# design 1

### Register map, names as in the netlist, design 1

Scale: 2 px per micron. Other sequential cells in the stronger gray, the rest of the logic in the fainter gray.
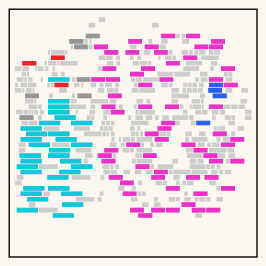

File: src/rtl/tile_pkg.sv
// Shared types and constants for the board tile writer path.
package tile_pkg;

  localparam int unsigned TILE_W    = 4;
  localparam int unsigned IDX_W     = 4;
  localparam int unsigned N_TILES   = 16;
  localparam int unsigned TILE_2048 = 11;
  localparam int unsigned AREA_BG   = 0;

  typedef struct packed {
    logic [IDX_W-1:0]  idx;
    logic [TILE_W-1:0] val;
  } tile_upd_t;

endpackage

File: src/rtl/tile_map_writer_if.sv
// Tile update valid/ready handshake from game logic to the board writer.
interface tile_map_writer_if
  import tile_pkg::*;
#(
  parameter int unsigned TILE_W = 4
);

  logic              upd_valid;
  logic              upd_ready;
  logic [IDX_W-1:0]  upd_idx;
  logic [TILE_W-1:0] upd_val;

  modport master (output upd_valid, output upd_idx, output upd_val, input upd_ready);
  modport slave  (input upd_valid, input upd_idx, input upd_val, output upd_ready);

endinterface

File: src/rtl/tile_upd_fifo.sv
// Synchronous FIFO buffering tile updates until the next vertical sync window.
module tile_upd_fifo #(
  parameter int unsigned DEPTH = 4,
  parameter int unsigned DW    = 8
) (
  input  logic                     clk,
  input  logic                     rst,
  input  logic                     push,
  input  logic [DW-1:0]            wr_data,
  input  logic                     pop,
  output logic [DW-1:0]            rd_data,
  output logic                     full,
  output logic                     empty,
  output logic [$clog2(DEPTH):0]   count
);

  localparam int unsigned AW = $clog2(DEPTH);

  logic [DW-1:0] mem_q [DEPTH];
  logic [DW-1:0] mem_d [DEPTH];
  logic [AW-1:0] wr_ptr_q, wr_ptr_d;
  logic [AW-1:0] rd_ptr_q, rd_ptr_d;
  logic [AW:0]   count_q, count_d;

  always_comb begin
    mem_d    = mem_q;
    wr_ptr_d = wr_ptr_q;
    rd_ptr_d = rd_ptr_q;
    count_d  = count_q;
    if (push) begin
      mem_d[wr_ptr_q] = wr_data;
      wr_ptr_d        = wr_ptr_q + AW'(1);
    end
    if (pop) begin
      rd_ptr_d = rd_ptr_q + AW'(1);
    end
    case ({push, pop})
      2'b10:   count_d = count_q + (AW+1)'(1);
      2'b01:   count_d = count_q - (AW+1)'(1);
      default: count_d = count_q;
    endcase
  end

  always_ff @(posedge clk) begin
    if (rst) begin
      wr_ptr_q <= '0;
      rd_ptr_q <= '0;
      count_q  <= '0;
    end else begin
      wr_ptr_q <= wr_ptr_d;
      rd_ptr_q <= rd_ptr_d;
      count_q  <= count_d;
    end
  end

  always_ff @(posedge clk) begin
    mem_q <= mem_d;
  end

  assign rd_data = mem_q[rd_ptr_q];
  assign full    = (count_q == (AW+1)'(DEPTH));
  assign empty   = (count_q == '0);
  assign count   = count_q;

endmodule

File: src/rtl/tile_map_writer.sv
// Buffers tile updates and commits them to the live board only during vertical sync.
module tile_map_writer
  import tile_pkg::*;
#(
  parameter int unsigned DEPTH  = 4,
  parameter int unsigned TILE_W = 4
) (
  input  logic                   clk,
  input  logic                   rst,
  tile_map_writer_if.slave       upd,
  input  logic                   vs,
  input  logic [5:0]             rd_area,
  output logic [TILE_W-1:0]      rd_code,
  output logic                   frame_tick,
  output logic [$clog2(DEPTH):0] pending
);

  localparam int unsigned ENTRY_W = IDX_W + TILE_W;

  localparam logic ST_IDLE  = 1'b0;
  localparam logic ST_DRAIN = 1'b1;

  logic                state_q, state_d;
  logic                vs_q, vs_d;
  logic                frame_tick_q, frame_tick_d;
  logic [TILE_W-1:0]   rd_code_q, rd_code_d;
  logic [TILE_W-1:0]   live_q [N_TILES];
  logic [TILE_W-1:0]   live_d [N_TILES];

  logic                push, pop, full, empty;
  logic [ENTRY_W-1:0]  wr_data, rd_data;
  logic [IDX_W-1:0]    commit_idx;
  logic [5:0]          area_m1;

  assign upd.upd_ready = !full && !rst;
  assign push          = upd.upd_valid && upd.upd_ready;
  assign wr_data       = {upd.upd_idx, upd.upd_val};
  assign commit_idx    = rd_data[ENTRY_W-1 -: IDX_W];
  assign area_m1       = rd_area - 6'd1;

  tile_upd_fifo #(
    .DEPTH (DEPTH),
    .DW    (ENTRY_W)
  ) u_fifo (
    .clk     (clk),
    .rst     (rst),
    .push    (push),
    .wr_data (wr_data),
    .pop     (pop),
    .rd_data (rd_data),
    .full    (full),
    .empty   (empty),
    .count   (pending)
  );

  // Pop is also gated by the live vs so commits stop on the very edge vs rises.
  always_comb begin
    state_d      = vs ? ST_IDLE : ST_DRAIN;
    pop          = (state_q == ST_DRAIN) && !vs && !empty;
    vs_d         = vs;
    frame_tick_d = vs_q && !vs;
    live_d       = live_q;
    if (pop) begin
      live_d[commit_idx] = rd_data[TILE_W-1:0];
    end
    rd_code_d = '0;
    if ((rd_area != 6'(AREA_BG)) && (rd_area <= 6'(N_TILES))) begin
      rd_code_d = live_q[area_m1[IDX_W-1:0]];
    end
  end

  always_ff @(posedge clk) begin
    if (rst) begin
      state_q      <= ST_IDLE;
      vs_q         <= 1'b1;
      frame_tick_q <= 1'b0;
      rd_code_q    <= '0;
      for (int unsigned i = 0; i < N_TILES; i++) begin
        live_q[i] <= '0;
      end
    end else begin
      state_q      <= state_d;
      vs_q         <= vs_d;
      frame_tick_q <= frame_tick_d;
      rd_code_q    <= rd_code_d;
      live_q       <= live_d;
    end
  end

  assign rd_code    = rd_code_q;
  assign frame_tick = frame_tick_q;

endmodule

File: src/flat_wrapper.sv
// flat-port wrapper written by rule: the top's interface ports become plain ports
module tile_map_writer_flat import tile_pkg::*;
#(
  parameter int unsigned DEPTH  = 4,
  parameter int unsigned TILE_W = 4
)
  (clk, rst, vs, rd_area, rd_code, frame_tick, pending, upd_upd_valid, upd_upd_idx, upd_upd_val, upd_upd_ready);
  tile_map_writer_if #(.TILE_W(TILE_W)) upd_i ();
  input  logic clk;
  input  logic rst;
  input  logic vs;
  input  logic [5:0] rd_area;
  output logic [TILE_W-1:0] rd_code;
  output logic frame_tick;
  output logic [$clog2(DEPTH):0] pending;
  input wire logic [$bits(upd_i.upd_valid)-1:0] upd_upd_valid;
  input wire logic [$bits(upd_i.upd_idx)-1:0] upd_upd_idx;
  input wire logic [$bits(upd_i.upd_val)-1:0] upd_upd_val;
  output wire logic [$bits(upd_i.upd_ready)-1:0] upd_upd_ready;
  assign upd_i.upd_valid = upd_upd_valid;
  assign upd_i.upd_idx = upd_upd_idx;
  assign upd_i.upd_val = upd_upd_val;
  assign upd_upd_ready = upd_i.upd_ready;
  tile_map_writer #(.DEPTH(DEPTH), .TILE_W(TILE_W)) u_core (.clk(clk), .rst(rst), .upd(upd_i), .vs(vs), .rd_area(rd_area), .rd_code(rd_code), .frame_tick(frame_tick), .pending(pending));
endmodule
File: config.mk
export PLATFORM = sky130hd
export DESIGN_NAME = tile_map_writer_flat
export DESIGN_NICKNAME = d
export VERILOG_FILES = /design/src/rtl/tile_pkg.sv /design/src/rtl/tile_map_writer_if.sv /design/src/rtl/tile_upd_fifo.sv /design/src/rtl/tile_map_writer.sv /design/src/flat_wrapper.sv
export SDC_FILE = /design/constraint.sdc
export NUM_CORES = 1
export LEC_CHECK = 0
export CORE_MARGIN = 2
export CORE_UTILIZATION = 35
export DETAILED_ROUTE_END_ITERATION = 6
export RECOVER_POWER = 100
export SETUP_SLACK_MARGIN = 0.2
export SYNTH_ARGS = -nofsm -noshare
export SYNTH_HDL_FRONTEND = slang
export SYNTH_SLANG_ARGS = --single-unit
File: constraint.sdc
create_clock -name clk -period 5.4 [get_ports clk]
set_input_delay 0.54 -clock clk [delete_from_list [all_inputs] [get_ports clk]]
set_output_delay 0.54 -clock clk [all_outputs]
set_load 0.02 [all_outputs]
# design 2

==> config.mk <==
export PLATFORM = sky130hd
export DESIGN_NAME = mem_access
export DESIGN_NICKNAME = d
export VERILOG_FILES = /design/src/rtl/mem_access.sv
export SDC_FILE = /design/constraint.sdc
export NUM_CORES = 1
export LEC_CHECK = 0
export ABC_CLOCK_PERIOD_IN_PS = 6700
export CAP_MARGIN = 25
export CELL_PAD_IN_SITES_DETAIL_PLACEMENT = 0
export CELL_PAD_IN_SITES_GLOBAL_PLACEMENT = 2
export CORE_MARGIN = 5
export CORE_UTILIZATION = 22
export CTS_CLUSTER_DIAMETER = 200
export CTS_CLUSTER_SIZE = 28
export DETAILED_ROUTE_END_ITERATION = 10
export GPL_TIMING_DRIVEN = 0
export PLACE_DENSITY_LB_ADDON = 0.1
export SLEW_MARGIN = 20
export SYNTH_ARGS = -nofsm -noshare
export SYNTH_HDL_FRONTEND = slang
export SYNTH_SLANG_ARGS = --single-unit
==> constraint.sdc <==
create_clock -name clk_i -period 6.7 [get_ports clk_i]
set_input_delay 0.67 -clock clk_i [delete_from_list [all_inputs] [get_ports clk_i]]
set_output_delay 0.67 -clock clk_i [all_outputs]
set_load 0.005 [all_outputs]
==> src/rtl/mem_access.sv <==
// rtl/mem_access.sv - Bexkat1 memory stage: Wishbone-classic big-endian data access
module mem_access #(
  parameter int unsigned TIMEOUT = 255,
  parameter logic [3:0]  T_LOAD  = 4'h9,
  parameter logic [3:0]  T_STORE = 4'ha
) (
  input  logic        clk_i,
  input  logic        rst_i,
  input  logic [63:0] ir_i,
  input  logic [31:0] pc_i,
  input  logic [31:0] result_i,
  input  logic [31:0] reg_data1_i,
  input  logic [1:0]  reg_write_i,
  output logic [63:0] ir_o,
  output logic [31:0] pc_o,
  output logic [31:0] result_o,
  output logic [1:0]  reg_write_o,
  output logic        stall_o,
  output logic        exc_o,
  output logic        bus_cyc_o,
  output logic        bus_stb_o,
  output logic        bus_we_o,
  output logic [31:0] bus_adr_o,
  output logic [3:0]  bus_sel_o,
  output logic [31:0] bus_dat_o,
  input  logic [31:0] bus_dat_i,
  input  logic        bus_ack_i,
  input  logic        bus_err_i
);

  typedef enum logic {S_IDLE, S_BUS} state_t;

  // The counter value seen in the last permitted BUS cycle; the bus is
  // therefore held for exactly TIMEOUT cycles when no response arrives.
  localparam logic [7:0] TO_LAST = 8'(TIMEOUT - 1);

  state_t      state_q, state_d;
  logic [7:0]  cnt_q, cnt_d;
  logic        cyc_q, cyc_d;
  logic        we_q, we_d;
  logic [31:0] adr_q, adr_d;
  logic [3:0]  sel_q, sel_d;
  logic [31:0] dat_q, dat_d;
  logic [63:0] ir_q, ir_d;
  logic [31:0] pc_q, pc_d;
  logic [31:0] result_q, result_d;
  logic [1:0]  rw_q, rw_d;
  logic        exc_q, exc_d;

  logic [3:0]  ir_type;
  logic [1:0]  ir_width;
  logic        mem_op;
  logic        in_bus;
  logic        timeout;
  logic        fault;
  logic [31:0] fmt_adr;
  logic [3:0]  fmt_sel;
  logic [31:0] fmt_dat;
  logic [31:0] load_data;

  assign ir_type  = ir_i[31:28];
  assign ir_width = ir_i[25:24];
  assign mem_op   = (ir_type == T_LOAD) || (ir_type == T_STORE);
  assign in_bus   = (state_q == S_BUS);
  assign timeout  = in_bus && (cnt_q == TO_LAST);
  // err beats ack; a timeout only counts if ack did not arrive the same cycle
  assign fault    = in_bus && (bus_err_i || (timeout && !bus_ack_i));

  // Hold upstream until the completing cycle; never stall while in reset.
  assign stall_o = !rst_i && mem_op && !(in_bus && (bus_ack_i || bus_err_i || timeout));

  // Address alignment, byte-lane select and store-data replication by width
  always_comb begin
    fmt_adr = {result_i[31:2], 2'b00};
    fmt_sel = 4'b1111;
    fmt_dat = reg_data1_i;
    case (ir_width)
      2'b01: begin
        fmt_adr = {result_i[31:1], 1'b0};
        fmt_sel = result_i[1] ? 4'b0011 : 4'b1100;
        fmt_dat = {reg_data1_i[15:0], reg_data1_i[15:0]};
      end
      2'b10: begin
        fmt_adr = result_i;
        fmt_sel = 4'b1000 >> result_i[1:0];
        fmt_dat = {4{reg_data1_i[7:0]}};
      end
      default: ;
    endcase
  end

  // Pull the selected lanes out of the read word and zero-extend
  always_comb begin
    load_data = bus_dat_i;
    case (sel_q)
      4'b1100: load_data = {16'h0, bus_dat_i[31:16]};
      4'b0011: load_data = {16'h0, bus_dat_i[15:0]};
      4'b1000: load_data = {24'h0, bus_dat_i[31:24]};
      4'b0100: load_data = {24'h0, bus_dat_i[23:16]};
      4'b0010: load_data = {24'h0, bus_dat_i[15:8]};
      4'b0001: load_data = {24'h0, bus_dat_i[7:0]};
      default: ;
    endcase
  end

  // Next-state and next-output logic for the IDLE/BUS controller
  always_comb begin
    state_d  = state_q;
    cnt_d    = cnt_q;
    cyc_d    = cyc_q;
    we_d     = we_q;
    adr_d    = adr_q;
    sel_d    = sel_q;
    dat_d    = dat_q;
    ir_d     = ir_q;
    pc_d     = pc_q;
    result_d = result_q;
    rw_d     = rw_q;
    exc_d    = 1'b0;
    case (state_q)
      S_IDLE: begin
        pc_d     = pc_i;
        result_d = result_i;
        if (mem_op) begin
          state_d = S_BUS;
          cyc_d   = 1'b1;
          we_d    = (ir_type == T_STORE);
          adr_d   = fmt_adr;
          sel_d   = fmt_sel;
          dat_d   = fmt_dat;
          cnt_d   = 8'h00;
          ir_d    = 64'h0;
          rw_d    = 2'b00;
        end else begin
          ir_d = ir_i;
          rw_d = reg_write_i;
        end
      end
      S_BUS: begin
        cnt_d = cnt_q + 8'h01;
        ir_d  = 64'h0;
        rw_d  = 2'b00;
        if (fault) begin
          // Trap handler needs the faulting instruction and pc, no writeback
          state_d  = S_IDLE;
          cyc_d    = 1'b0;
          exc_d    = 1'b1;
          ir_d     = ir_i;
          pc_d     = pc_i;
          result_d = result_i;
        end else if (bus_ack_i) begin
          state_d  = S_IDLE;
          cyc_d    = 1'b0;
          ir_d     = ir_i;
          pc_d     = pc_i;
          rw_d     = reg_write_i;
          result_d = (ir_type == T_LOAD) ? load_data : result_i;
        end
      end
      default: state_d = S_IDLE;
    endcase
  end

  // State and output registers; async reset drops the bus immediately
  always_ff @(posedge clk_i or posedge rst_i) begin
    if (rst_i) begin
      state_q  <= S_IDLE;
      cnt_q    <= 8'h00;
      cyc_q    <= 1'b0;
      we_q     <= 1'b0;
      adr_q    <= 32'h0;
      sel_q    <= 4'h0;
      dat_q    <= 32'h0;
      ir_q     <= 64'h0;
      pc_q     <= 32'h0;
      result_q <= 32'h0;
      rw_q     <= 2'b00;
      exc_q    <= 1'b0;
    end else begin
      state_q  <= state_d;
      cnt_q    <= cnt_d;
      cyc_q    <= cyc_d;
      we_q     <= we_d;
      adr_q    <= adr_d;
      sel_q    <= sel_d;
      dat_q    <= dat_d;
      ir_q     <= ir_d;
      pc_q     <= pc_d;
      result_q <= result_d;
      rw_q     <= rw_d;
      exc_q    <= exc_d;
    end
  end

  assign ir_o        = ir_q;
  assign pc_o        = pc_q;
  assign result_o    = result_q;
  assign reg_write_o = rw_q;
  assign exc_o       = exc_q;
  assign bus_cyc_o   = cyc_q;
  assign bus_stb_o   = cyc_q;
  assign bus_we_o    = we_q;
  assign bus_adr_o   = adr_q;
  assign bus_sel_o   = sel_q;
  assign bus_dat_o   = dat_q;

endmodule

# design 3

File: config.mk
export PLATFORM = sky130hd
export DESIGN_NAME = stencil_test_sequencer
export DESIGN_NICKNAME = d
export VERILOG_FILES = /design/src/rtl/stencil_test_sequencer.sv
export SDC_FILE = /design/constraint.sdc
export NUM_CORES = 1
export LEC_CHECK = 0
export CORE_MARGIN = 1
export CORE_UTILIZATION = 45
export CTS_CLUSTER_SIZE = 16
export DETAILED_ROUTE_END_ITERATION = 7
export GPL_ROUTABILITY_DRIVEN = 1
export PLACE_DENSITY_LB_ADDON = 0.15
export SYNTH_ARGS = -nofsm -noshare
export SYNTH_HDL_FRONTEND = slang
export SYNTH_SLANG_ARGS = --single-unit
File: constraint.sdc
create_clock -name clk_i -period 2.55 [get_ports clk_i]
set_clock_uncertainty 0.1 [all_clocks]
set_input_delay 0.6375 -clock clk_i [delete_from_list [all_inputs] [get_ports clk_i]]
set_output_delay 0.6375 -clock clk_i [all_outputs]
set_load 0.03 [all_outputs]
File: src/rtl/stencil_test_sequencer.sv
// stencil_test_sequencer
//   Initiator side of the stencil buffer test interface. Accepts one rasterised
//   fragment at a time, snapshots it together with the programmed stencil state,
//   runs a single start/done transaction against the stencil buffer (aborting
//   after TIMEOUT_CYCLES), then forwards the fragment tagged pass/fail/timeout.
//
// Ports
//   clk_i, rst_ni          clock, asynchronous active-low reset
//   cfg_*_i                stencil configuration write port and flush pulse
//   frag_*                 upstream fragment valid/ready stream
//   sb_*                   stencil buffer transaction (start held until done)
//   out_*                  downstream tagged-fragment valid/ready stream
//   busy_o                 transaction in flight (not IDLE)
//   pass_cnt_o/fail_cnt_o  wrapping counts of emitted pass / non-pass results
module stencil_test_sequencer #(
    parameter  int unsigned X_RES          = 1280,
    parameter  int unsigned Y_RES          = 720,
    parameter  int unsigned STENCIL_SIZE   = 8,
    parameter  int unsigned TIMEOUT_CYCLES = 15,
    localparam int unsigned XW             = $clog2(X_RES),
    localparam int unsigned YW             = $clog2(Y_RES)
) (
    input  logic                    clk_i,
    input  logic                    rst_ni,
    input  logic                    cfg_we_i,
    input  logic [2:0]              cfg_func_i,
    input  logic [STENCIL_SIZE-1:0] cfg_ref_i,
    input  logic [2:0]              cfg_sfail_i,
    input  logic [2:0]              cfg_dpfail_i,
    input  logic [2:0]              cfg_dppass_i,
    input  logic                    cfg_flush_i,
    input  logic                    frag_valid_i,
    output logic                    frag_ready_o,
    input  logic [XW-1:0]           frag_x_i,
    input  logic [YW-1:0]           frag_y_i,
    input  logic                    frag_depth_pass_i,
    output logic                    sb_start_o,
    output logic [XW-1:0]           sb_pixel_x_o,
    output logic [YW-1:0]           sb_pixel_y_o,
    output logic [STENCIL_SIZE-1:0] sb_frag_stencil_o,
    output logic [2:0]              sb_stencil_func_o,
    output logic [2:0]              sb_sfail_o,
    output logic [2:0]              sb_dpfail_o,
    output logic [2:0]              sb_dppass_o,
    output logic                    sb_depth_pass_o,
    output logic                    sb_flush_o,
    input  logic                    sb_stencil_pass_i,
    input  logic                    sb_done_i,
    output logic                    out_valid_o,
    input  logic                    out_ready_i,
    output logic [XW-1:0]           out_x_o,
    output logic [YW-1:0]           out_y_o,
    output logic                    out_pass_o,
    output logic                    out_timeout_o,
    output logic                    busy_o,
    output logic [15:0]             pass_cnt_o,
    output logic [15:0]             fail_cnt_o
);

    localparam int unsigned TW = $clog2(TIMEOUT_CYCLES + 1);

    typedef enum logic [1:0] {S_IDLE, S_ISSUE, S_EMIT} state_e;

    state_e state_q, state_d;

    logic [2:0]              cfg_func_q, cfg_sfail_q, cfg_dpfail_q, cfg_dppass_q;
    logic [STENCIL_SIZE-1:0] cfg_ref_q;
    logic                    flush_pend_q;

    logic [XW-1:0]           snap_x_q;
    logic [YW-1:0]           snap_y_q;
    logic                    snap_dp_q;
    logic [2:0]              snap_func_q, snap_sfail_q, snap_dpfail_q, snap_dppass_q;
    logic [STENCIL_SIZE-1:0] snap_ref_q;
    logic                    snap_flush_q;

    logic [TW-1:0]           tmo_cnt_q;
    logic                    pass_cap_q;
    logic                    out_pass_q, out_timeout_q;
    logic [15:0]             pass_cnt_q, fail_cnt_q;

    logic accept, tmo_hit, first_issue, issue_end, emit_hs;

    assign accept      = (state_q == S_IDLE) && frag_valid_i;
    // The counter holds the number of ISSUE cycles already completed, so the
    // abort fires on the TIMEOUT_CYCLES-th ISSUE cycle.
    assign tmo_hit     = (tmo_cnt_q == TW'(TIMEOUT_CYCLES - 1));
    assign first_issue = (tmo_cnt_q == '0);
    assign issue_end   = (state_q == S_ISSUE) && (sb_done_i || tmo_hit);
    assign emit_hs     = (state_q == S_EMIT) && out_ready_i;

    // State register
    always_ff @(posedge clk_i or negedge rst_ni) begin
        if (!rst_ni) state_q <= S_IDLE;
        else         state_q <= state_d;
    end

    // Next-state logic
    always_comb begin
        state_d = state_q;
        unique case (state_q)
            S_IDLE:  if (frag_valid_i) state_d = S_ISSUE;
            S_ISSUE: if (sb_done_i || tmo_hit) state_d = S_EMIT;
            S_EMIT:  if (out_ready_i) state_d = S_IDLE;
            default: state_d = S_IDLE;
        endcase
    end

    // Output decode; ready is qualified by reset so it reads 0 while held in reset
    always_comb begin
        frag_ready_o  = 1'b0;
        sb_start_o    = 1'b0;
        sb_flush_o    = 1'b0;
        out_valid_o   = 1'b0;
        out_pass_o    = 1'b0;
        out_timeout_o = 1'b0;
        busy_o        = 1'b0;
        unique case (state_q)
            S_IDLE:  frag_ready_o = rst_ni;
            S_ISSUE: begin
                sb_start_o = 1'b1;
                sb_flush_o = snap_flush_q;
                busy_o     = 1'b1;
            end
            S_EMIT: begin
                out_valid_o   = 1'b1;
                out_pass_o    = out_pass_q;
                out_timeout_o = out_timeout_q;
                busy_o        = 1'b1;
            end
            default: ;
        endcase
    end

    // Config, snapshot, timeout, result and counter registers
    always_ff @(posedge clk_i or negedge rst_ni) begin
        if (!rst_ni) begin
            cfg_func_q    <= 3'b111;
            cfg_ref_q     <= '0;
            cfg_sfail_q   <= '0;
            cfg_dpfail_q  <= '0;
            cfg_dppass_q  <= '0;
            flush_pend_q  <= 1'b0;
            snap_x_q      <= '0;
            snap_y_q      <= '0;
            snap_dp_q     <= 1'b0;
            snap_func_q   <= '0;
            snap_ref_q    <= '0;
            snap_sfail_q  <= '0;
            snap_dpfail_q <= '0;
            snap_dppass_q <= '0;
            snap_flush_q  <= 1'b0;
            tmo_cnt_q     <= '0;
            pass_cap_q    <= 1'b0;
            out_pass_q    <= 1'b0;
            out_timeout_q <= 1'b0;
            pass_cnt_q    <= '0;
            fail_cnt_q    <= '0;
        end else begin
            if (cfg_we_i) begin
                cfg_func_q   <= cfg_func_i;
                cfg_ref_q    <= cfg_ref_i;
                cfg_sfail_q  <= cfg_sfail_i;
                cfg_dpfail_q <= cfg_dpfail_i;
                cfg_dppass_q <= cfg_dppass_i;
            end
            // A flush pulse coinciding with accept is kept for the next fragment
            flush_pend_q <= cfg_flush_i || (flush_pend_q && !accept);

            if (accept) begin
                snap_x_q      <= frag_x_i;
                snap_y_q      <= frag_y_i;
                snap_dp_q     <= frag_depth_pass_i;
                snap_func_q   <= cfg_func_q;
                snap_ref_q    <= cfg_ref_q;
                snap_sfail_q  <= cfg_sfail_q;
                snap_dpfail_q <= cfg_dpfail_q;
                snap_dppass_q <= cfg_dppass_q;
                snap_flush_q  <= flush_pend_q;
                tmo_cnt_q     <= '0;
            end else if (state_q == S_ISSUE) begin
                tmo_cnt_q <= tmo_cnt_q + TW'(1);
                if (first_issue) pass_cap_q <= sb_stencil_pass_i;
            end

            // Done on the first ISSUE cycle uses the live pass input since the
            // capture register has not been written yet.
            if (issue_end) begin
                out_timeout_q <= !sb_done_i;
                out_pass_q    <= sb_done_i && (first_issue ? sb_stencil_pass_i : pass_cap_q);
            end

            if (emit_hs) begin
                if (out_pass_q) pass_cnt_q <= pass_cnt_q + 16'd1;
                else            fail_cnt_q <= fail_cnt_q + 16'd1;
            end
        end
    end

    assign sb_pixel_x_o      = snap_x_q;
    assign sb_pixel_y_o      = snap_y_q;
    assign sb_frag_stencil_o = snap_ref_q;
    assign sb_stencil_func_o = snap_func_q;
    assign sb_sfail_o        = snap_sfail_q;
    assign sb_dpfail_o       = snap_dpfail_q;
    assign sb_dppass_o       = snap_dppass_q;
    assign sb_depth_pass_o   = snap_dp_q;
    assign out_x_o           = snap_x_q;
    assign out_y_o           = snap_y_q;
    assign pass_cnt_o        = pass_cnt_q;
    assign fail_cnt_o        = fail_cnt_q;

endmodule

# design 4

--- config.mk ---
export PLATFORM = sky130hd
export DESIGN_NAME = bin_to_bcd_seq
export DESIGN_NICKNAME = d
export VERILOG_FILES = /design/src/rtl/bin_to_bcd_seq.sv
export SDC_FILE = /design/constraint.sdc
export NUM_CORES = 1
export LEC_CHECK = 0
export ABC_CLOCK_PERIOD_IN_PS = 1890
export CAP_MARGIN = 20
export CORE_MARGIN = 3
export CORE_UTILIZATION = 53
export DETAILED_ROUTE_END_ITERATION = 6
export GPL_TIMING_DRIVEN = 0
export HOLD_SLACK_MARGIN = 0.15
export PLACE_DENSITY = 0.78
export SYNTH_ARGS = -nofsm -noshare
export SYNTH_HDL_FRONTEND = slang
export SYNTH_SLANG_ARGS = --single-unit
--- constraint.sdc ---
create_clock -name Clk -period 1.89 [get_ports Clk]
set_input_delay 0.189 -clock Clk [delete_from_list [all_inputs] [get_ports Clk]]
set_output_delay 0.189 -clock Clk [all_outputs]
set_load 0.02 [all_outputs]
--- src/rtl/bin_to_bcd_seq.sv ---
`default_nettype none
// ============================================================================
// Module   : bin_to_bcd_seq
// Purpose  : Iterative shift-and-add-3 binary-to-BCD converter, one bit per
//            clock, with registered digits and leading-zero blanking mask.
// Revision : 1.0 - initial release
// ============================================================================
module bin_to_bcd_seq #(
    parameter int WIDTH  = 10,
    parameter int DIGITS = 4
) (
    input  logic                  Clk,
    input  logic                  Reset,
    input  logic                  Start,
    input  logic [WIDTH-1:0]      Bin,
    output logic                  Busy,
    output logic                  Done,
    output logic [4*DIGITS-1:0]   Bcd,
    output logic [DIGITS-1:0]     BlankMask
);

    localparam int c_BCD_W = 4 * DIGITS;
    localparam int c_CNT_W = $clog2(WIDTH + 1);

    localparam logic [1:0] c_IDLE  = 2'd0;
    localparam logic [1:0] c_SHIFT = 2'd1;
    localparam logic [1:0] c_DONE  = 2'd2;

    localparam logic [c_CNT_W-1:0] c_CNT_LOAD = c_CNT_W'(WIDTH);
    localparam logic [c_CNT_W-1:0] c_CNT_ONE  = c_CNT_W'(1);
    localparam logic [DIGITS-1:0]  c_BLANK_RST = {{(DIGITS-1){1'b1}}, 1'b0};

    function automatic longint pow10(input int n);
        longint p;
        p = 1;
        for (int i = 0; i < n; i++) begin
            p = p * 10;
        end
        return p;
    endfunction

    // Every representable input must fit in the digit count, else the
    // top digit could overflow past 9.
    generate
        if (WIDTH < 4 || WIDTH > 16 ||
            pow10(DIGITS) <= ((longint'(1) << WIDTH) - 1)) begin : g_bad_params
            $error("bin_to_bcd_seq: unsupported WIDTH/DIGITS combination");
        end
    endgenerate

    logic [1:0]          r_state;
    logic [1:0]          w_state_nxt;
    logic [WIDTH-1:0]    r_shift;
    logic [c_BCD_W-1:0]  r_scratch;
    logic [c_CNT_W-1:0]  r_count;
    logic [c_BCD_W-1:0]  r_bcd;
    logic [DIGITS-1:0]   r_blank;

    logic [c_BCD_W-1:0]  w_adj;
    logic [c_BCD_W-1:0]  w_scratch_nxt;
    logic [WIDTH-1:0]    w_shift_nxt;
    logic [DIGITS-1:0]   w_blank_nxt;
    logic                w_last;
    logic                w_unused_adj_msb;

    generate
        for (genvar d = 0; d < DIGITS; d++) begin : g_adj
            assign w_adj[4*d +: 4] = (r_scratch[4*d +: 4] >= 4'd5)
                                   ? r_scratch[4*d +: 4] + 4'd3
                                   : r_scratch[4*d +: 4];
        end
    endgenerate

    // The adjusted MSB is shifted out; it is provably zero for legal sizes.
    assign w_unused_adj_msb = w_adj[c_BCD_W-1];
    assign w_scratch_nxt    = {w_adj[c_BCD_W-2:0], r_shift[WIDTH-1]};
    assign w_shift_nxt      = {r_shift[WIDTH-2:0], 1'b0};
    assign w_last           = (r_count == c_CNT_ONE);

    assign w_blank_nxt[0] = 1'b0;
    generate
        for (genvar d = 1; d < DIGITS; d++) begin : g_blank
            assign w_blank_nxt[d] = ~|w_scratch_nxt[c_BCD_W-1:4*d];
        end
    endgenerate

    always_ff @(posedge Clk) begin
        if (Reset) begin
            r_state <= c_IDLE;
        end else begin
            r_state <= w_state_nxt;
        end
    end

    always_comb begin
        w_state_nxt = r_state;
        case (r_state)
            c_IDLE:  if (Start) w_state_nxt = c_SHIFT;
            c_SHIFT: if (w_last) w_state_nxt = c_DONE;
            c_DONE:  w_state_nxt = c_IDLE;
            default: w_state_nxt = c_IDLE;
        endcase
    end

    always_ff @(posedge Clk) begin
        if (Reset) begin
            r_shift   <= '0;
            r_scratch <= '0;
            r_count   <= '0;
            r_bcd     <= '0;
            r_blank   <= c_BLANK_RST;
        end else begin
            case (r_state)
                c_IDLE: begin
                    if (Start) begin
                        r_shift   <= Bin;
                        r_scratch <= '0;
                        r_count   <= c_CNT_LOAD;
                    end
                end
                c_SHIFT: begin
                    r_shift   <= w_shift_nxt;
                    r_scratch <= w_scratch_nxt;
                    r_count   <= r_count - c_CNT_ONE;
                    if (w_last) begin
                        r_bcd   <= w_scratch_nxt;
                        r_blank <= w_blank_nxt;
                    end
                end
                default: begin
                end
            endcase
        end
    end

    assign Busy      = (r_state == c_SHIFT);
    assign Done      = (r_state == c_DONE);
    assign Bcd       = r_bcd;
    assign BlankMask = r_blank;

endmodule
`default_nettype wire


## Gallery

Layout detail.
Plate I
Window x 24 to 49, y 9 to 34 microns. Cells in gray, sequential cells in the stronger gray; small squares are vias.
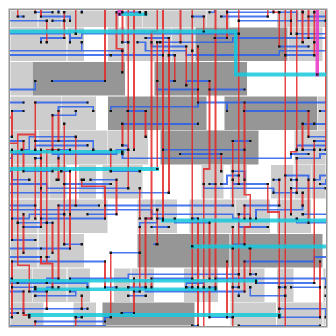
Plate II
Window x 49 to 74, y 24 to 49 microns. Cells in gray, sequential cells in the stronger gray; small squares are vias.
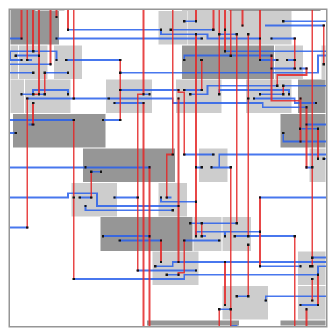
Plate III
Window x 93 to 118, y 51 to 76 microns. Cells in gray, sequential cells in the stronger gray; small squares are vias.
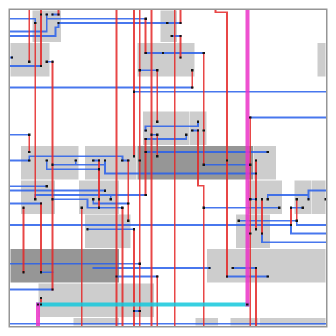
Plate IV
Window x 38 to 63, y 18 to 43 microns. Cells in gray, sequential cells in the stronger gray; small squares are vias.
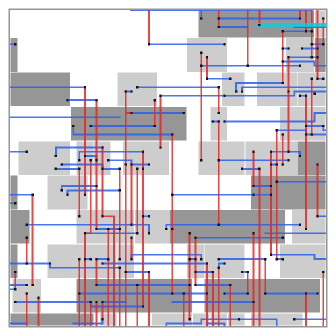
Plate I: design 4
Plate IV: design 3
Plate III: design 2
Plate II: design 1

### Gate families picked out, design 1

Scale: 2 px per micron.
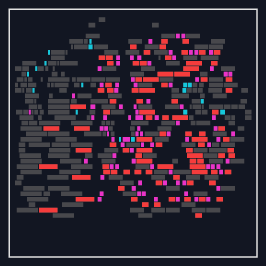
color	family	cells	most used
cyan	NOR gates	17	nor2_1
magenta	NAND gates	85	nand2b_1
red	multiplexers	92	mux2i_1

About 'Register map, names as in the netlist' of design 1:
color	netlist name	flops
blue	`u_core.rd_code`	4
red	`u_core.u_fifo.count`	3
cyan	`u_core.u_fifo.mem_q`	32
magenta	`u_core.live_q`	64
not colored	7

==> metrics.csv, design 1 <==
stage,metric,value,unit
final_layout,multiInputCombCellCount,243,
final_layout,finish.instance_area,0.00559,sq mm
drt,top_layer,met4,
logic_synthesis,top_cell_area_share,31.4,%
logic_synthesis,post_synth_main_area_contributors,"dfxtp_1, edfxtp_1, mux2i_1",
worst_setup_path,ff2ff_path_depth,4,
worst_setup_path,critPathArrivalTime,3.94,ns
logic_synthesis,simple_gate_share,14.9,%
worst_setup_path,worst-path-buf-inv,3,
drt,routedWlPerCell,16.5,microns
cts,cts_tree,yes,
final_timing,timing.max_slew.rel_slack,9.66,%
die,well_tap_count,180,
power,comb_power_share,6.9,%
final_timing,timing.final.max_slew_violations,0,
die,pin_count,27,
place,dp_slack,2.14,ns
global_routing,globalRouteMet2Util,22.4,%
global_routing,global_route.overflow_total,0,
global_routing,use_met1,18.5,%
final_layout,ff_latch_area,0.00252,sq mm
final_layout,area_dominant_class,flip-flops and latches,
status,run_status,"complete, no violations",
worst_setup_path,critical_path.startpoint_type,input port,
power,internal_power,0.00124,W
logic_synthesis,aoi_oai_family_share_of_the_synthesized_area,1.91,%
cts,cts-root-to-sink-buffers,2,
power,power.density,296,mW/mm^2
final_layout,nNonClkBuffers,28,
worst_setup_path,worstPathCellList,"dlygate4sd3_1, clkbuf_1, inv_1, ha_1, mux4_2, nor2b_1, a211oi_1, a211oi_1",
logic_synthesis,postSynthNetCount,422,
final_timing,minimum_clock_period,3.74,ns
final_timing,worst-slew-pin-transition,1.36,ns
logic_synthesis,mux_share,24.9,%
logic_synthesis,netlist.top_cell.by_area,dfxtp_1,
logic_synthesis,ys_ff,110,
-- design 1: flip-flops by register name (all words and copies together), names as in the netlist --
register and count:
u_core.state_q 1, u_core.frame_tick 1, u_core.u_fifo.rd_ptr_q 2, u_core.vs_q 1
u_core.rd_code 4, u_core.u_fifo.count 3, u_core.u_fifo.mem_q 32, u_core.u_fifo.wr_ptr_q 2
u_core.live_q 64
-- design 1: power by group through the flow --
stage	Combinational, W	Sequential, W	Clock, W
after CTS	0.000120	0.000868	0.000692
after floorplan	0.0000797	0.000887	0
after global placement	0.000116	0.000886	0
after global routing	0.000127	0.000869	0.000719
after detailed placement	0.000119	0.000887	0
final	0.000115	0.000867	0.000672
-- design 1: kinds of logic after synthesis --
kind of cell,after synthesis
simple gates,121
flops,110
mux,92
buf+inv,43
compound gates,14
xor+xnor,8
fa+ha+maj,8
-- design 1: stage by stage --
stage / std cells / util [%] / total power [W]
3_3_place_gp: 571 / 38.2 / 0.00100
3_5_place_dp: 571 / 38.2 / 0.00101
5_1_grt: 587 / 40.3 / 0.00172
2_1_floorplan: 396 / - / 0.000967
6_report: 587 / 40.3 / 0.00165
4_1_cts: 587 / 40.4 / 0.00168
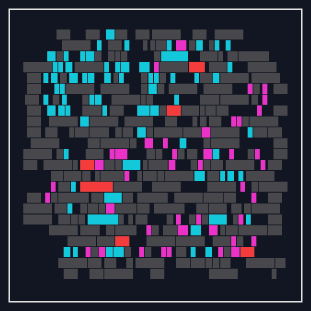
*Gate families picked out, design 4*
Scale: 4 px per micron.
color	family	cells	most used
magenta	NAND gates	42	nand2_1
red	multiplexers	6	mux2i_1
cyan	NOR gates	70	nor2_1

### Register map, names as in the netlist, design 4

Scale: 4 px per micron. Other sequential cells in the stronger gray, the rest of the logic in the fainter gray.
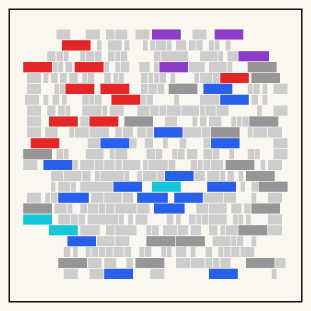
color	netlist name	flops
cyan	`BlankMask`	3
blue	`r_scratch`	16
purple	`r_count`	4
red	`r_shift`	10
not colored	18

==> metrics.csv, design 4 <==
stage,metric,value,unit
drt,drc_errors,0,
global_routing,first_pass_grt_wire_length,8680,microns
cts,cts.repair.resized,8,
cts,clk_root_buffer_cell,clkbuf_8,
die,y_dimension_of_the_die,72.8,microns
logic_synthesis,synthAdderAreaFrac,5.30,%
logic_synthesis,postSynth.asyncResetShare,0,%
drt,via_count,2070,
cts,cts.reportedPaths.clkPinSlew,0.09,ns
drt,via_per_inst,5.53,
logic_synthesis,synthFlopType,dfxtp_1,
logic_synthesis,netlist_top_cells_count,"dfxtp_1, nor2_1, nand2_1",
global_routing,global_route.usage.total,21.6,%
worst_setup_path,worst_setup_path_end_kind,flop,
final_layout,post_layout_nonfiller_instances,374,
status,run_status,"complete, no violations",
logic_synthesis,synth_sequential_area_ratio,43.2,%
logic_synthesis,postSynthNetCount,307,
worst_setup_path,slowest_stage_cell_on_the_critical_path,dfxtp_1,
final_layout,multiInputCombCellCount,203,
die,well_tap_count,50,
cts,cts_tree,yes,
worst_setup_path,worstPathCellList,"inv_1, ha_1, nand2b_1, a21oi_2, mux2i_1, nor4_2, a221o_1",
final_timing,fin_crit_sh,99.2,%
worst_setup_path,worst-path-buf-inv,1,
final_layout,area_delta_synth_final,23.4,%
## design 4: final timing paths
path | slack [ns] | endpoint | depth (start not counted) | startpoint
min reg2reg | 0.46 | Bcd[0]$_SDFFE_PP0P_ | 2 | Bcd[0]$_SDFFE_PP0P_
max reg2reg | 0.02 | BlankMask[1]$_SDFFE_PP1P_ | 7 | r_scratch[5]$_SDFFE_PP0P_
min | 0.32 | BlankMask[1]$_SDFFE_PP1P_ | 2 | Reset
max | 0.02 | BlankMask[1]$_SDFFE_PP1P_ | 7 | r_scratch[5]$_SDFFE_PP0P_
## design 4: cells by family (layout without fill, tap and decap cells)
group,Yosys count,after routing
multiplexers,6,6
other,1,1
buffers and inverters,30,70
AND-OR/OR-AND,68,68
adder cells (fa/ha/maj),10,10
AND/OR/NAND/NOR,114,114
XOR/XNOR,4,4
flip-flops,51,51
## design 4: per-layer routing
layer | part of all wire, % | track usage [%] | routed length [microns] | vias up
met1 | 47 | 29.9 | 2530 | 962
met2 | 46 | 32.7 | 2440 | 51
li1 | - | - | - | 1050
met5 | 0 | 0 | 0 | -
met3 | 5.8 | 4.55 | 312 | 7
met4 | 1.4 | 8.81 | 74 | 0
### Pin map, design 2

Scale: 2 px per micron. Pins as bars across the die edge, other pins in gray.
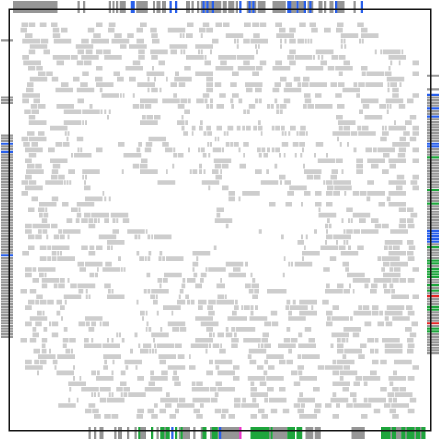
color	port	pins	direction	edge
red	`reg_write_i`	2	input	right
blue	`result_i`	32	input	17 top, 10 right, 3 left, 2 bottom
green	`ir_i`	64	input	48 bottom, 16 right
magenta	`bus_stb_o`	1	output	bottom
all pins by edge	114 bottom, 110 top, 98 right, 79 left

==> metrics.csv, design 2 <==
stage,metric,value,unit
final_layout,multi_input_gate_share_of_total_cell_area,23.1,%
drt,drc_errors,0,
final_layout,diodes,2,
worst_setup_path,wp_data_required,6.03,ns
die,total_die_area,0.0441,sq mm
worst_setup_path,worst_setup_path_end_kind,output port,
final_layout,n_sequential_cell,210,
drt,wl_met1,16200,microns
worst_setup_path,crit_top_cell,clkdlybuf4s50_1,
flow_run,tool_warnings,28,
place,gp_congestion,0.754,
logic_synthesis,post_synth_main_area_contributors,"dfrtp_1, nand2_1, and3_1",
final_layout,area_dominant_class,flip-flops and latches,
logic_synthesis,netlist.top_cell.by_area,dfrtp_1,
global_routing,use_met3,4.49,%
die,coreArea,0.0396,sq mm
logic_synthesis,mux_share,5.37,%
drt,drt_iter0_markers,437,
global_routing,number_of_global_route_vias_before_repair,8034,
logic_synthesis,yosysWarnings,0,
die,pin_count,401,
place,dp.final_hpwl,28900,microns
final_timing,fin_crit_sh,45.7,%
status,run_status,"complete, no violations",
worst_setup_path,regToRegEndpoint,bus_cyc_o$_DFFE_PP0P_,
logic_synthesis,synthAdderAreaFrac,0.569,%
logic_synthesis,syn-cell-area,0.00880,sq mm
final_layout,final_layout_size_suffix_gt1_share,7.37,%
logic_synthesis,yosys.area_share.xor_xnor,0.398,%
final_layout,final_core_util,34.9,%
logic_synthesis,synth_sequential_area_ratio,59.7,%
power,power.density,232,mW/mm^2
-- design 2: power breakdown --
| part | switching, W | internal, W | total [W] |
|---|---|---|---|
| Clock | 0.000452 | 0.000306 | 0.000759 |
| Combinational | 0.000395 | 0.000523 | 0.000918 |
| Sequential | 0.0000979 | 0.00143 | 0.00153 |
| Total | 0.000945 | 0.00226 | 0.00321 |
-- design 2: worst min path at each step --
| stage | end | depth (start not counted) |
|---|---|---|
| final | bus_adr_o[5]$_DFFE_PP0P_ | 2 |
| after detailed placement | bus_adr_o[5]$_DFFE_PP0P_ | 2 |
| after global placement | bus_adr_o[1]$_DFFE_PP0P_ | 2 |
| after CTS | bus_adr_o[5]$_DFFE_PP0P_ | 2 |
| after floorplan | cnt_q[7]$_DFFE_PP0N_ | 1 |
| after global routing | bus_dat_o[6]$_DFFE_PP0P_ | 2 |
-- design 2: sequential cells by signal, indices dropped and copies added (netlist names) --
signal       flops
ir_o            64
bus_adr_o       32
bus_dat_o       32
pc_o            32
result_o        32
cnt_q            8
bus_sel_o        4
reg_write_o      2
bus_cyc_o        1
bus_we_o         1
exc_o            1
in_bus           1
### Gate families picked out, design 3

Scale: 3 px per micron.
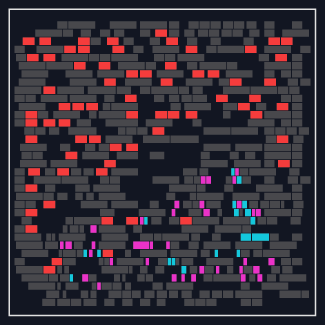
color	family	cells	most used
red	multiplexers	68	mux2_2
cyan	NOR gates	18	nor2_1
magenta	NAND gates	35	nand2_1

### Pin map, design 3

Scale: 4 px per micron. Pins as bars across the die edge, other pins in gray.
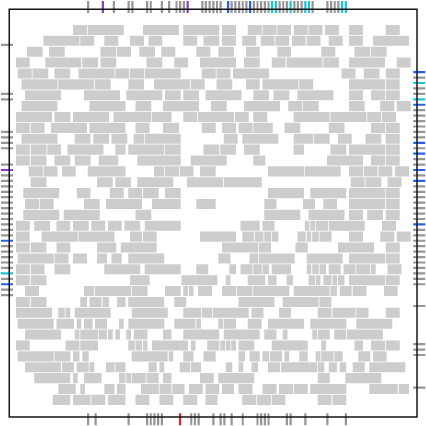
color	port	pins	direction	edge
red	`sb_flush_o`	1	output	bottom
blue	`frag_x_i`	11	input	7 right, 2 left, 2 top
purple	`sb_dppass_o`	3	output	2 top, 1 left
cyan	`sb_pixel_y_o`	10	output	7 top, 2 right, 1 left

==> metrics.csv, design 3 <==
stage,metric,value,unit
final_timing,timing.final.max_slew_violations,0,
status,run_status,"complete, no violations",
final_timing,worst-slew-pin-transition,0.563,ns
logic_synthesis,synth_cell_types,34,
cts,cts.repair.resized,4,
final_layout,number_of_logic_inverters_in_the_finished_layout,9,
cts,cts_setup_buffers,0,
final_layout,ff_latch_area,0.00263,sq mm
global_routing,global_route.overflow_total,0,
place,place.detailed.instances,593,
global_routing,number_of_global_route_vias_before_repair,2906,
logic_synthesis,synthFlopType,dfrtp_1,
drt,drt_iter0_markers,55,
logic_synthesis,synth_sequential_area_ratio,59.0,%
power,comb_power_share,50.5,%
final_timing,minimum_clock_period,2.39,ns
die,well_tap_count,129,
logic_synthesis,yosys.area_share.xor_xnor,6.48,%
worst_setup_path,wp_data_required,1.81,ns
die,coreArea,0.00942,sq mm
die,die-width,102,microns
worst_setup_path,worst_setup_path_end_kind,output port,
die,y_dimension_of_the_die,102,microns
final_layout,num-clock-buffers,9,
==> design 3: power groups by stage <==
stage	Sequential (W)	Clock, W	Combinational [W]
finish	0.00250	0.00104	0.00361
CTS	0.00250	0.00107	0.00365
global route	0.00257	0.00113	0.00380
detailed placement	0.00254	0	0.00365
global placement	0.00251	0	0.00361
floorplan	0.00326	0	0.00156
==> design 3: through the flow <==
stage / hold slack [ns] / area (sq um)
after floorplan: 0.242 / 4460
after global routing: 0.304 / 6230
final: 0.243 / 6230
after CTS: 0.283 / 6230
after detailed placement: 0.359 / 6030
after global placement: 0.358 / 6030
==> design 3: sequential cells by signal (all words and copies together), names as in the netlist, 2 cells and up <==
register	flops
cfg_dpfail_q	3
cfg_ref_q	8
sb_frag_stencil_o	8
pass_cnt_o	16
sb_stencil_func_o	3
cfg_func_q	3
sb_dppass_o	3
cfg_dppass_q	3
state_q	2
out_y_o	10
out_x_o	11
sb_sfail_o	3
fail_cnt_o	16
tmo_cnt_q	4
cfg_sfail_q	3
sb_dpfail_o	3
==> design 3: critical path, cell delays in order, from the launching register on <==
cell	delay, ns
dfrtp_1	0.40
inv_1	0.11
ha_1	0.23
and2_2	0.16
dlygate4sd2_1	0.39


## Gallery

Routing congestion map.
(a)
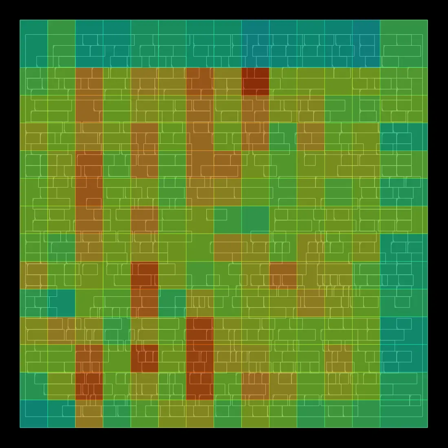
(b)
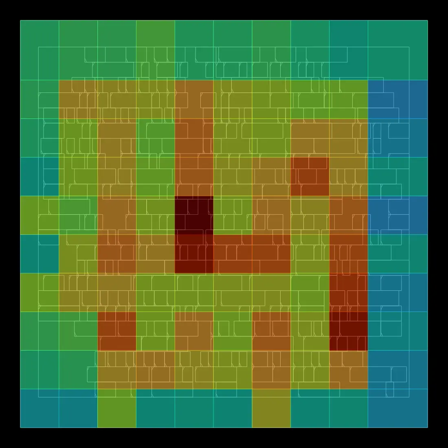
(c)
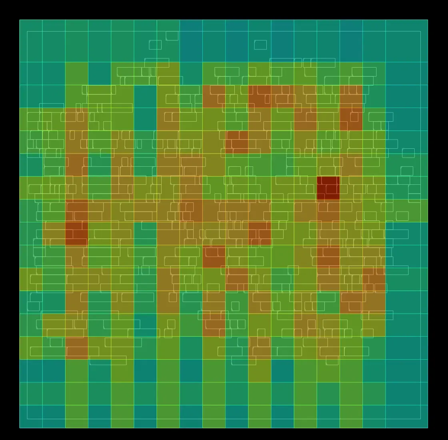
(d)
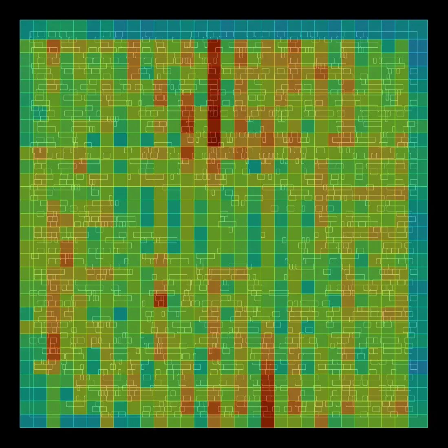
(a): design 3
(d): design 2
(c): design 1
(b): design 4
Of these, most wire per cell: (d)

No activity file was given, so power comes from the tool's default toggle rates.
